######## window_accumulator ########
window_accumulator/pinout.png
(3 px per um) Pins as bars across the die edge, other pins in grey.
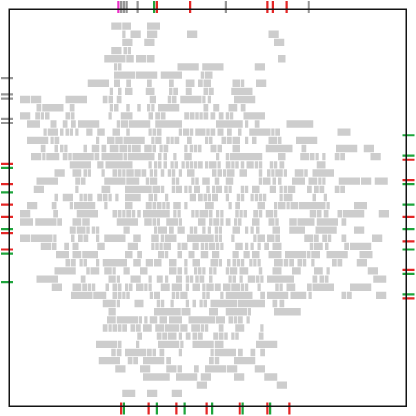

$ cat config.mk
export PLATFORM = sky130hd
export DESIGN_NAME = window_accumulator
export DESIGN_NICKNAME = d
export VERILOG_FILES = /design/src/rtl/window_accumulator.sv
export SDC_FILE = /design/constraint.sdc
export NUM_CORES = 1
export LEC_CHECK = 0
export ABC_AREA = 1
export CAP_MARGIN = 20
export CORE_MARGIN = 2
export CORE_UTILIZATION = 25
export DETAILED_ROUTE_END_ITERATION = 6
export HOLD_SLACK_MARGIN = 0.02
export REMOVE_ABC_BUFFERS = 1
export SLEW_MARGIN = 30
export SYNTH_ARGS = -nofsm -noshare
export SYNTH_HDL_FRONTEND = slang
export SYNTH_SLANG_ARGS = --single-unit
export TNS_END_PERCENT = 5
$ cat constraint.sdc
create_clock -name clk -period 2.5 [get_ports clk]
set_input_delay 0.625 -clock clk [delete_from_list [all_inputs] [get_ports clk]]
set_output_delay 0.625 -clock clk [all_outputs]
set_load 0.01 [all_outputs]
$ cat src/rtl/window_accumulator.sv
// window_accumulator: sums TAPS accepted beats per window on CH lanes, with saturate or wrap, per-lane overflow and a valid/ready result register
// Ports: clk, rst (sync, active-high), clear (abort window), in_valid/in_ready/in_data (CH*IN_W),
//        out_valid/out_ready/out_data (CH*ACC_W), out_ovf (CH), tap_cnt (index of next beat in window)
module window_accumulator #(
    parameter int CH    = 1,
    parameter int IN_W  = 20,
    parameter int ACC_W = 24,
    parameter int TAPS  = 9,
    parameter bit SAT   = 1
) (
    input  logic                     clk,
    input  logic                     rst,
    input  logic                     clear,
    input  logic                     in_valid,
    output logic                     in_ready,
    input  logic [CH*IN_W-1:0]       in_data,
    output logic                     out_valid,
    input  logic                     out_ready,
    output logic [CH*ACC_W-1:0]      out_data,
    output logic [CH-1:0]            out_ovf,
    output logic [$clog2(TAPS)-1:0]  tap_cnt
);
    localparam int TW = $clog2(TAPS);
    logic [CH-1:0][ACC_W-1:0] acc_q, acc_d, ld_w, res_w, out_data_q, out_data_d;
    logic [CH-1:0]            ovf_q, ovf_d, ob_w, out_ovf_q, out_ovf_d;
    logic [TW-1:0]            tap_q, tap_d;
    logic                     out_valid_q, out_valid_d, fire, last;
    assign in_ready  = !rst && !clear && (!out_valid_q || out_ready);
    assign fire      = in_valid && in_ready;
    assign last      = tap_q == TW'(TAPS - 1);
    assign out_valid = out_valid_q;
    assign out_data  = out_data_q;
    assign out_ovf   = out_ovf_q;
    assign tap_cnt   = tap_q;
    for (genvar k = 0; k < CH; k++) begin : g_lane
        logic [ACC_W:0] sum_w;
        assign ld_w[k]  = ACC_W'(in_data[k*IN_W +: IN_W]);
        // one extra bit so the carry out is the overflow indication
        assign sum_w    = {1'b0, acc_q[k]} + (ACC_W+1)'(in_data[k*IN_W +: IN_W]);
        assign ob_w[k]  = sum_w[ACC_W];
        assign res_w[k] = (ob_w[k] && SAT) ? '1 : sum_w[ACC_W-1:0];
    end
    always_comb begin
        acc_d       = clear ? '0 : acc_q;
        ovf_d       = clear ? '0 : ovf_q;
        tap_d       = clear ? '0 : tap_q;
        out_data_d  = out_data_q;
        out_ovf_d   = out_ovf_q;
        out_valid_d = (out_valid_q && out_ready) ? 1'b0 : out_valid_q;
        if (fire) begin
            if (tap_q == '0) begin
                acc_d = ld_w;
                ovf_d = '0;
                tap_d = tap_q + 1'b1;
            end else if (!last) begin
                acc_d = res_w;
                ovf_d = ovf_q | ob_w;
                tap_d = tap_q + 1'b1;
            end else begin
                out_data_d  = res_w;
                out_ovf_d   = ovf_q | ob_w;
                out_valid_d = 1'b1;
                tap_d       = '0;
            end
        end
    end
    always_ff @(posedge clk) begin
        if (rst) begin
            acc_q       <= '0;
            ovf_q       <= '0;
            tap_q       <= '0;
            out_data_q  <= '0;
            out_ovf_q   <= '0;
            out_valid_q <= 1'b0;
        end else begin
            acc_q       <= acc_d;
            ovf_q       <= ovf_d;
            tap_q       <= tap_d;
            out_data_q  <= out_data_d;
            out_ovf_q   <= out_ovf_d;
            out_valid_q <= out_valid_d;
        end
    end
endmodule

######## pipeline_hazard_ctrl ########
`config.mk`:
```
export PLATFORM = sky130hd
export DESIGN_NAME = pipeline_hazard_ctrl
export DESIGN_NICKNAME = d
export VERILOG_FILES = /design/src/rtl/pipeline_hazard_ctrl.sv
export SDC_FILE = /design/constraint.sdc
export NUM_CORES = 1
export LEC_CHECK = 0
export CAP_MARGIN = 25
export CORE_ASPECT_RATIO = 1.75
export CORE_UTILIZATION = 36
export CTS_BUF_LIST = sky130_fd_sc_hd__clkbuf_16
export CTS_CLUSTER_SIZE = 10
export DETAILED_ROUTE_END_ITERATION = 7
export MAX_ROUTING_LAYER = met4
export PLACE_DENSITY_LB_ADDON = 0.05
export SLEW_MARGIN = 5
export SYNTH_ARGS = -nofsm -noshare
export SYNTH_HDL_FRONTEND = slang
export SYNTH_SLANG_ARGS = --single-unit
```
`constraint.sdc`:
```
create_clock -name clk -period 5.3 [get_ports clk]
set_input_delay 1.325 -clock clk [delete_from_list [all_inputs] [get_ports clk]]
set_output_delay 1.325 -clock clk [all_outputs]
set_load 0.01 [all_outputs]
```
`src/rtl/pipeline_hazard_ctrl.sv`:
```
// -----------------------------------------------------------------------------
// pipeline_hazard_ctrl
// Hazard and sequencing controller for the 5-stage pipeline. Produces the
// pipeline-register write enables plus the IF/ID flush and ID/EX bubble
// controls. Handles load-use stalls, branch/jump redirects, data-memory wait
// freezes with a timeout into HALT, and an explicit halt/resume state.
//
// Optional feature: define HAZARD_PERF_EN to build the saturating stall and
// redirect performance counters; otherwise stall_cnt/flush_cnt are tied to 0.
// -----------------------------------------------------------------------------
module pipeline_hazard_ctrl #(
   parameter int MEM_TIMEOUT = 64,
   parameter int CNT_W       = 32
) (
   input  logic             clk,
   input  logic             rst,
   input  logic [4:0]       id_rs,
   input  logic [4:0]       id_rt,
   input  logic             id_uses_rt,
   input  logic             ex_mem_read,
   input  logic [4:0]       ex_rd,
   input  logic             ex_branch_taken,
   input  logic             ex_jump,
   input  logic             mem_busy,
   input  logic             halt_req,
   input  logic             resume,
   output logic             pc_write,
   output logic             ifid_write,
   output logic             ifid_flush,
   output logic             idex_write,
   output logic             idex_bubble,
   output logic             exmem_write,
   output logic             halted,
   output logic             mem_timeout_err,
   output logic [CNT_W-1:0] stall_cnt,
   output logic [CNT_W-1:0] flush_cnt
);

   typedef enum logic [1:0] {
      RUN      = 2'd0,
      MEM_WAIT = 2'd1,
      HALT     = 2'd2
   } state_t;

   // Wait counter holds 1..MEM_TIMEOUT-1 while in MEM_WAIT.
   localparam int            WAIT_W   = (MEM_TIMEOUT > 1) ? $clog2(MEM_TIMEOUT + 1) : 1;
   localparam logic [WAIT_W-1:0] WAIT_ONE  = WAIT_W'(1);
   localparam logic [WAIT_W-1:0] WAIT_LAST = WAIT_W'(MEM_TIMEOUT - 1);

   state_t            state;
   logic [WAIT_W-1:0] waitCnt;
   logic              memTimeoutErr;

   logic redirect;
   logic loadUse;
   logic isRedirectCycle;

   logic pcWrite;
   logic ifidWrite;
   logic ifidFlush;
   logic idexWrite;
   logic idexBubble;
   logic exmemWrite;

   assign redirect = ex_branch_taken | ex_jump;

   // A load in EX whose destination is read by the ID instruction; r0 never hazards.
   assign loadUse = ex_mem_read && (ex_rd != 5'd0) &&
                    ((ex_rd == id_rs) || (id_uses_rt && (ex_rd == id_rt)));

   // Mealy pipeline controls from current state and current inputs.
   always_comb begin
      // NOTE: every output gets a default first so no path can infer a latch.
      pcWrite         = 1'b0;
      ifidWrite       = 1'b0;
      ifidFlush       = 1'b0;
      idexWrite       = 1'b0;
      idexBubble      = 1'b0;
      exmemWrite      = 1'b0;
      isRedirectCycle = 1'b0;
      if (rst) begin
         // Hold everything and keep NOPs flowing into IF/ID and ID/EX.
         ifidFlush  = 1'b1;
         idexBubble = 1'b1;
      end else if (state == HALT || mem_busy) begin
         // Full freeze: nothing advances, nothing is cleared.
      end else if (redirect) begin
         // Wrong-path instruction in ID is discarded, so any load-use is moot.
         pcWrite         = 1'b1;
         ifidWrite       = 1'b1;
         ifidFlush       = 1'b1;
         idexWrite       = 1'b1;
         idexBubble      = 1'b1;
         exmemWrite      = 1'b1;
         isRedirectCycle = 1'b1;
      end else if (loadUse) begin
         // Hold PC and IF/ID, let the load advance with a bubble behind it.
         idexWrite  = 1'b1;
         idexBubble = 1'b1;
         exmemWrite = 1'b1;
      end else begin
         pcWrite    = 1'b1;
         ifidWrite  = 1'b1;
         idexWrite  = 1'b1;
         exmemWrite = 1'b1;
      end
   end

   // Sequencing FSM: memory-wait tracking with timeout, halt and resume.
   always_ff @(posedge clk or posedge rst) begin
      // NOTE: state registers use non-blocking assignments so every flop samples pre-edge values.
      if (rst) begin
         state         <= RUN;
         waitCnt       <= '0;
         memTimeoutErr <= 1'b0;
      end else begin
         case (state)
            RUN: begin
               if (mem_busy) begin
                  if (MEM_TIMEOUT <= 1) begin
                     state         <= HALT;
                     waitCnt       <= '0;
                     memTimeoutErr <= 1'b1;
                  end else begin
                     state   <= MEM_WAIT;
                     waitCnt <= WAIT_ONE;
                  end
               end else if (halt_req) begin
                  state <= HALT;
               end
            end
            MEM_WAIT: begin
               if (!mem_busy) begin
                  state   <= RUN;
                  waitCnt <= '0;
               end else if (waitCnt >= WAIT_LAST) begin
                  // This busy cycle brings the count to MEM_TIMEOUT.
                  state         <= HALT;
                  waitCnt       <= '0;
                  memTimeoutErr <= 1'b1;
               end else begin
                  waitCnt <= waitCnt + WAIT_ONE;
               end
            end
            HALT: begin
               if (resume) begin
                  state <= RUN;
               end
            end
            default: begin
               state   <= RUN;
               waitCnt <= '0;
            end
         endcase
      end
   end

`ifdef HAZARD_PERF_EN
   localparam logic [CNT_W-1:0] CNT_ONE = CNT_W'(1);

   logic [CNT_W-1:0] stallCnt;
   logic [CNT_W-1:0] flushCnt;

   // Saturating perf counters: cycles without a PC load, and redirect cycles.
   always_ff @(posedge clk or posedge rst) begin
      if (rst) begin
         stallCnt <= '0;
         flushCnt <= '0;
      end else begin
         if (!pcWrite && (stallCnt != '1)) begin
            stallCnt <= stallCnt + CNT_ONE;
         end
         if (isRedirectCycle && (flushCnt != '1)) begin
            flushCnt <= flushCnt + CNT_ONE;
         end
      end
   end

   assign stall_cnt = stallCnt;
   assign flush_cnt = flushCnt;
`else
   assign stall_cnt = '0;
   assign flush_cnt = '0;
`endif

   assign pc_write        = pcWrite;
   assign ifid_write      = ifidWrite;
   assign ifid_flush      = ifidFlush;
   assign idex_write      = idexWrite;
   assign idex_bubble     = idexBubble;
   assign exmem_write     = exmemWrite;
   assign halted          = (state == HALT) && !rst;
   assign mem_timeout_err = memTimeoutErr;

endmodule

```
######## two_of_five_tx ########
### src/rtl/two_of_five_tx.sv
// Two-out-of-five serial transmitter: accepts one BCD digit per handshake,
// encodes it with 7-4-2-1-0 weighting and shifts the word out MSB first.
// Digits above 9 are flagged on ERR and never transmitted.
module two_of_five_tx #(
   parameter int unsigned BIT_CYCLES = 2,
   parameter int unsigned GAP_CYCLES = 1
) (
   input  logic       CLK,
   input  logic       RST_N,
   input  logic [3:0] DIGIT,
   input  logic       VALID,
   output logic       READY,
   output logic       SDATA,
   output logic       SFRAME,
   output logic [4:0] CODE_OUT,
   output logic       ERR,
   output logic       DONE
);

   typedef enum logic [1:0] {
      StIdle,
      StShift,
      StGap
   } state_e;

   localparam logic [3:0] BitLast = 4'(BIT_CYCLES - 1);
   localparam logic [3:0] GapLast = 4'(GAP_CYCLES - 1);

   state_e     state_q, state_d;
   logic [4:0] shreg_q, shreg_d;
   logic [4:0] code_q, code_d;
   logic [2:0] bit_idx_q, bit_idx_d;
   logic [3:0] cyc_q, cyc_d;
   logic       err_q, err_d;
   logic       done_q, done_d;
   logic [4:0] enc;

   // BCD digit to 7-4-2-1-0 code word; zero uses the 7+4 pair.
   always_comb begin
      enc = 5'b00000;
      unique case (DIGIT)
         4'd0:    enc = 5'b11000;
         4'd1:    enc = 5'b00011;
         4'd2:    enc = 5'b00101;
         4'd3:    enc = 5'b00110;
         4'd4:    enc = 5'b01001;
         4'd5:    enc = 5'b01010;
         4'd6:    enc = 5'b01100;
         4'd7:    enc = 5'b10001;
         4'd8:    enc = 5'b10010;
         4'd9:    enc = 5'b10100;
         default: enc = 5'b00000;
      endcase
   end

   // Next-state logic for the idle / shift / gap sequence.
   always_comb begin
      state_d   = state_q;
      shreg_d   = shreg_q;
      code_d    = code_q;
      bit_idx_d = bit_idx_q;
      cyc_d     = cyc_q;
      err_d     = 1'b0;
      done_d    = 1'b0;
      unique case (state_q)
         StIdle: begin
            if (VALID) begin
               if (DIGIT <= 4'd9) begin
                  code_d    = enc;
                  shreg_d   = enc;
                  bit_idx_d = 3'd4;
                  cyc_d     = 4'd0;
                  state_d   = StShift;
               end else begin
                  err_d = 1'b1;
               end
            end
         end
         StShift: begin
            if (cyc_q == BitLast) begin
               cyc_d = 4'd0;
               if (bit_idx_q == 3'd0) begin
                  // Counter restarts at zero so it can time the gap.
                  state_d = StGap;
                  done_d  = 1'b1;
               end else begin
                  bit_idx_d = bit_idx_q - 3'd1;
                  shreg_d   = {shreg_q[3:0], 1'b0};
               end
            end else begin
               cyc_d = cyc_q + 4'd1;
            end
         end
         StGap: begin
            if (cyc_q == GapLast) begin
               cyc_d   = 4'd0;
               state_d = StIdle;
            end else begin
               cyc_d = cyc_q + 4'd1;
            end
         end
         default: state_d = StIdle;
      endcase
   end

   // State register; reset abandons any word in flight.
   always_ff @(posedge CLK or negedge RST_N) begin
      if (!RST_N) begin
         state_q   <= StIdle;
         shreg_q   <= 5'b00000;
         code_q    <= 5'b00000;
         bit_idx_q <= 3'd0;
         cyc_q     <= 4'd0;
         err_q     <= 1'b0;
         done_q    <= 1'b0;
      end else begin
         state_q   <= state_d;
         shreg_q   <= shreg_d;
         code_q    <= code_d;
         bit_idx_q <= bit_idx_d;
         cyc_q     <= cyc_d;
         err_q     <= err_d;
         done_q    <= done_d;
      end
   end

   // Outputs decode directly from registers so reset clears them at once.
   assign READY    = (state_q == StIdle);
   assign SFRAME   = (state_q == StShift);
   assign SDATA    = (state_q == StShift) & shreg_q[4];
   assign CODE_OUT = code_q;
   assign ERR      = err_q;
   assign DONE     = done_q;

endmodule

### config.mk
export PLATFORM = sky130hd
export DESIGN_NAME = two_of_five_tx
export DESIGN_NICKNAME = d
export VERILOG_FILES = /design/src/rtl/two_of_five_tx.sv
export SDC_FILE = /design/constraint.sdc
export NUM_CORES = 1
export LEC_CHECK = 0
export ABC_CLOCK_PERIOD_IN_PS = 3260
export CAP_MARGIN = 20
export CORE_MARGIN = 2
export CORE_UTILIZATION = 50
export DETAILED_ROUTE_END_ITERATION = 12
export PLACE_DENSITY = 0.73
export SLEW_MARGIN = 10
export SYNTH_ARGS = -nofsm -noshare
export SYNTH_HDL_FRONTEND = slang
export SYNTH_SLANG_ARGS = --single-unit
### constraint.sdc
create_clock -name CLK -period 3.26 [get_ports CLK]
set_clock_uncertainty 0.1 [all_clocks]
set_input_delay 0.489 -clock CLK [delete_from_list [all_inputs] [get_ports CLK]]
set_output_delay 0.489 -clock CLK [all_outputs]
set_load 0.01 [all_outputs]

## Gallery

Metal 2.
Plate I
(2 px per um) Cells faint in the background.
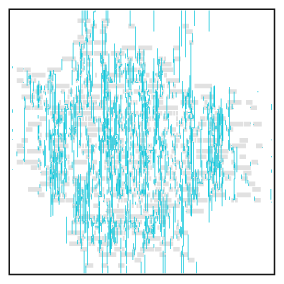
Plate II
(4 px per um) Cells faint in the background.
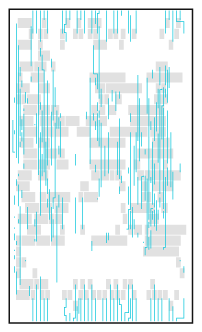
Plate III
(4 px per um) Cells faint in the background.
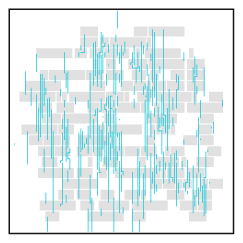
- Plate I = window_accumulator
- Plate II = pipeline_hazard_ctrl
- Plate III = two_of_five_tx

Key to Plate II:
- main direction: vertical
- longest straight run: 33.5 um
- nets with wire on the layer: 182
- wire length on this layer: 1400 um
- share of all routed wire: 63%

two_of_five_tx/m1.png
(6 px per um) Supply wires on this layer in grey.
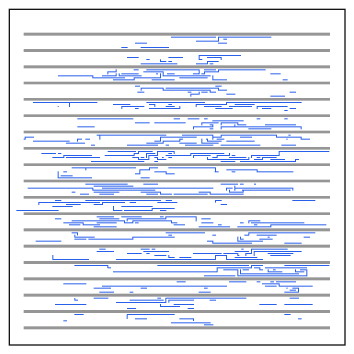
- wire length on this layer: 1240 um
- main direction: horizontal
- nets with wire on the layer: 136
- share of all routed wire: 50%
M1 GR Usage: 24.3%
Vias: 899
DRT Wirelength: 2470 um

==> out/qor.txt, two_of_five_tx <==
status: finished clean
NetSw: 0.000411 W
CTS tree: built
Design Area, Final: 1530 um^2
worst setup margin: 0.727 ns
worst reg2reg path startpoint: state_q[1]
# setup viols final: 0
Post-DP HPWL: 1810 um
XORs/XNORs by Area: 0.655%
Die H: 55.7 um
combinational fraction of design power: 53.6%
Worst Path Max Fanout: 10
power per cell area: 728 nW/um^2
Routed wire per std cell: 15.0 um
initial antenna violation count: 0
Critical R2R Capture: shreg_q[1]
CP Capture Point: SDATA
Slew @ Worst Pin: 0.949 ns
Slowest cell on crit path: clkdlybuf4s50_1
Synth Instances: 118
Reg2Reg Setup Slack: 1.19 ns
# Max-Cap Violations: 0
Worst Hold Class: flop to flop
Inst Count DP: 161
Post-Syn Area: 1340 um^2
pin count of the biggest net entering global routing: 22
antenna violation net count after detailed routing: 0
## two_of_five_tx: cell families (layout without fill, tap and decap cells)
kind of cell | after synthesis | in the layout
xor gates and xnor gates | 1 | 1
buffers and inverters | 14 | 31
muxes | 21 | 21
DFF | 21 | 21
AOI/OAI and AO/OA | 14 | 14
adders and majority gates | 14 | 14
and+or+nand+nor | 33 | 33
## two_of_five_tx: layout make-up
class,count,area share [%]
Timing Repair Buffer,16,10.4
Sequential cell,21,34.3
Tap cell,30,2.45
Clock buffer,4,1.71
Inverter,11,2.69
Multi-Input combinational cell,83,48.4
## two_of_five_tx: worst min path at each step
| stage | endpoint | from | slack (ns) | depth (start not counted) |
|---|---|---|---|---|
| after floorplan | CODE_OUT[0] | RST_N | 0.09 | 0 |
| after global placement | shreg_q[0] | shreg_q[0] | 0.39 | 1 |
| final | CODE_OUT[1] | CODE_OUT[1] | 0.42 | 1 |
| after CTS | CODE_OUT[3] | CODE_OUT[3] | 0.42 | 1 |
| after detailed placement | CODE_OUT[3] | CODE_OUT[3] | 0.39 | 1 |
| after global routing | CODE_OUT[1] | CODE_OUT[1] | 0.44 | 1 |
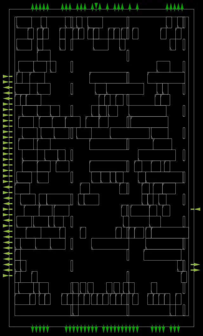
pipeline_hazard_ctrl/placed.png
core area: 3140 um^2
Seq/total area: 18.2%
# rows: 27
final non-filler cell total: 218
FFs & Latches: 10

==> out/qor.txt, pipeline_hazard_ctrl <==
combinational share of cell area: 48.2%
nets@finish: 201
Hold EP: mem_timeout_err
CTS Sinks: 10
CP Launch Point: ex_rd[0]
flip-flops with a built-in enable: 0
number of remaining DRC errors: 0
Post-Syn Area: 1190 um^2
status: finished clean
Startpoint Class: input port
Inserted Clock Buffers: 3
delay-heaviest family, CP: buffers and inverters
most common cell in the synthesized netlist: buf_4
# Post-CTS Setup Buffers: 0
Slowest cell on crit path: clkdlybuf4s50_1
hold wc startpoint: mem_timeout_err
-- pipeline_hazard_ctrl: through the flow --
stage          instance area [um^2]  utilization, %  total power (W)  cells  hold WS (ns)
6_report                       1370            43.7         0.000315    218         0.482
5_1_grt                        1370            43.7         0.000334    218         0.515
4_1_cts                        1370            43.7         0.000317    218         0.487
3_5_place_dp                   1290            41.2         0.000181    214         0.473
3_3_place_gp                   1290            41.2         0.000180    214         0.469
2_1_floorplan                  1430               -         0.000181    206         0.486
-- pipeline_hazard_ctrl: power by group through the flow --
stage | combinational [W] | clock (W) | sequential, W
final | 0.0000885 | 0.000135 | 0.0000913
after global routing | 0.0000988 | 0.000143 | 0.0000926
after CTS | 0.0000883 | 0.000137 | 0.0000914
after detailed placement | 0.0000884 | 0 | 0.0000921
after global placement | 0.0000876 | 0 | 0.0000922
after floorplan | 0.0000904 | 0 | 0.0000905
-- pipeline_hazard_ctrl: per-layer routing --
metal  wire, um  track usage (%)
met1        661             12.3
met2       1400             25.4
met3        122             2.07
met4         34             6.36
met5          0                -
-- pipeline_hazard_ctrl: registers in the layout (all words and copies together) (netlist names) --
name	cells
mem_timeout_err	1
state	2
waitCnt	7
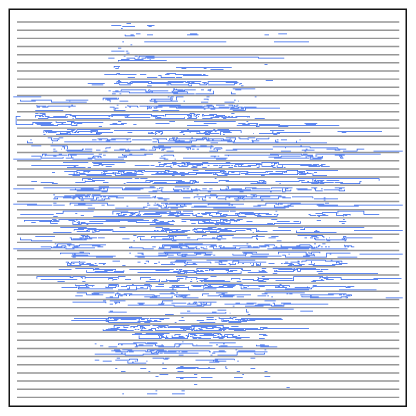
window_accumulator/m1.png
(3 px per um) Supply wires on this layer in grey.
- share of all routed wire: 48%
- nets with wire on the layer: 774
- main direction: horizontal
Vias: 4490
DRT Wirelength: 13500 um
M1 GR Usage: 21.0%

## Picture notes: window_accumulator/pinout.png
- `out_data`: red (pins 24; direction output; edge 7 south, 6 west, 6 east, 5 north)
- `in_data`: green (pins 20; direction input; edge 8 east, 6 south, 5 west, 1 north)
- `out_valid`: magenta (pins 1; direction output; edge north)
IO buf count: 55
Die W: 132 um

==> out/qor.txt, window_accumulator <==
DR vias/cell: 4.54
Antenna Cells: 0
pin count of the biggest net entering global routing: 27
Worst Path Max Fanout: 13
number of remaining DRC errors: 0
Startpoint Class: input port
Worst Path Required: 2.69 ns
cts repair resizes: 12
# setup viols final: 0
Register Area: 1100 um^2
Mux area share: 0%
status: finished clean
Peak VDD IR: 0.256 mV
Period Utilization, post-route: 96.9%
AO/OA Area Share: 21.6%
ranking of synthesized cells by area: dfxtp_1 27%, nand2_1 13%, inv_1 8.7%
area growth from synthesis to final layout: 44.8%
worst slack, placed: -0.390 ns
Insertion Delay late pin: 0.30 ns
total die size: 17400 um^2
final non-filler cell total: 990
CP max stage delay: 0.54 ns
worst reg2reg path startpoint: acc_q[0]
Power, Total: 0.00227 W
[window_accumulator: synth_stat cells, drive strengths merged (3+ instances only)]
| cell type | number |
|---|---|
| nand4 | 11 |
| xor2 | 9 |
| xnor2 | 4 |
| nand2 | 143 |
| a21oi | 64 |
| o21ai | 61 |
| a41oi | 3 |
| buf | 9 |
| dfxtp | 55 |
| nand3 | 30 |
| clkbuf | 18 |
| a221oi | 20 |
| nor2 | 89 |
| nor3 | 5 |
| inv | 100 |
| ha | 22 |
| o21bai | 4 |
[window_accumulator: routing by layer]
metal	vias to the layer above	GRT usage [%]	wire, um	share of wire (%)
met5	-	0	0	0
met4	0	3.50	130	0.97
met3	8	2.96	973	7.2
met2	107	24.3	5920	44
met1	2000	21.0	6440	48
li1	2375	-	-	-
[window_accumulator: power breakdown]
group	switching (W)	internal [W]
combinational	0.000278	0.000233
sequential	0.0000123	0.000889
clock	0.000352	0.000505
[window_accumulator: layout make-up]
class                           count  share of cell area [%]
Timing Repair Buffer              134                    21.4
Tap cell                          216                    4.57
Sequential cell                    55                    18.6
Clock buffer                        6                    2.35
Multi-Input combinational cell    476                    46.0
Clock inverter                      2                   0.656
Inverter                          101                    6.45


==> layout pictures side by side <==
M3 wires.
image #1
(6 px per um)
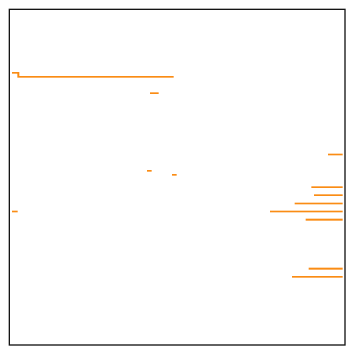
image #2
(6 px per um)
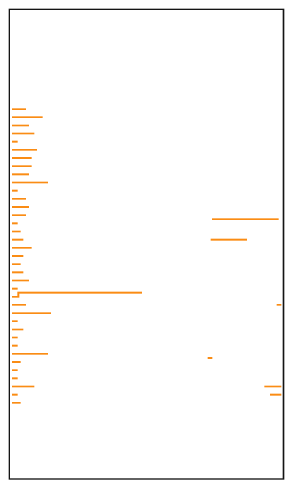
image #3
(3 px per um)
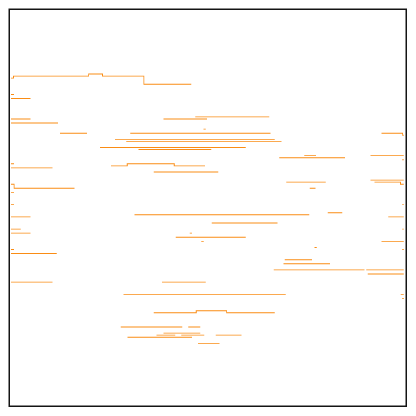
Image #1 is two_of_five_tx.
Image #3 is window_accumulator.
Image #2 is pipeline_hazard_ctrl.
Of these, largest die: image #3

Key to image #2:
- main direction: horizontal
- wire length on this layer: 122 um
- share of all routed wire: 5.5%
- nets with wire on the layer: 41

Power figures rest on the tool's default switching activity, not on a simulated workload.
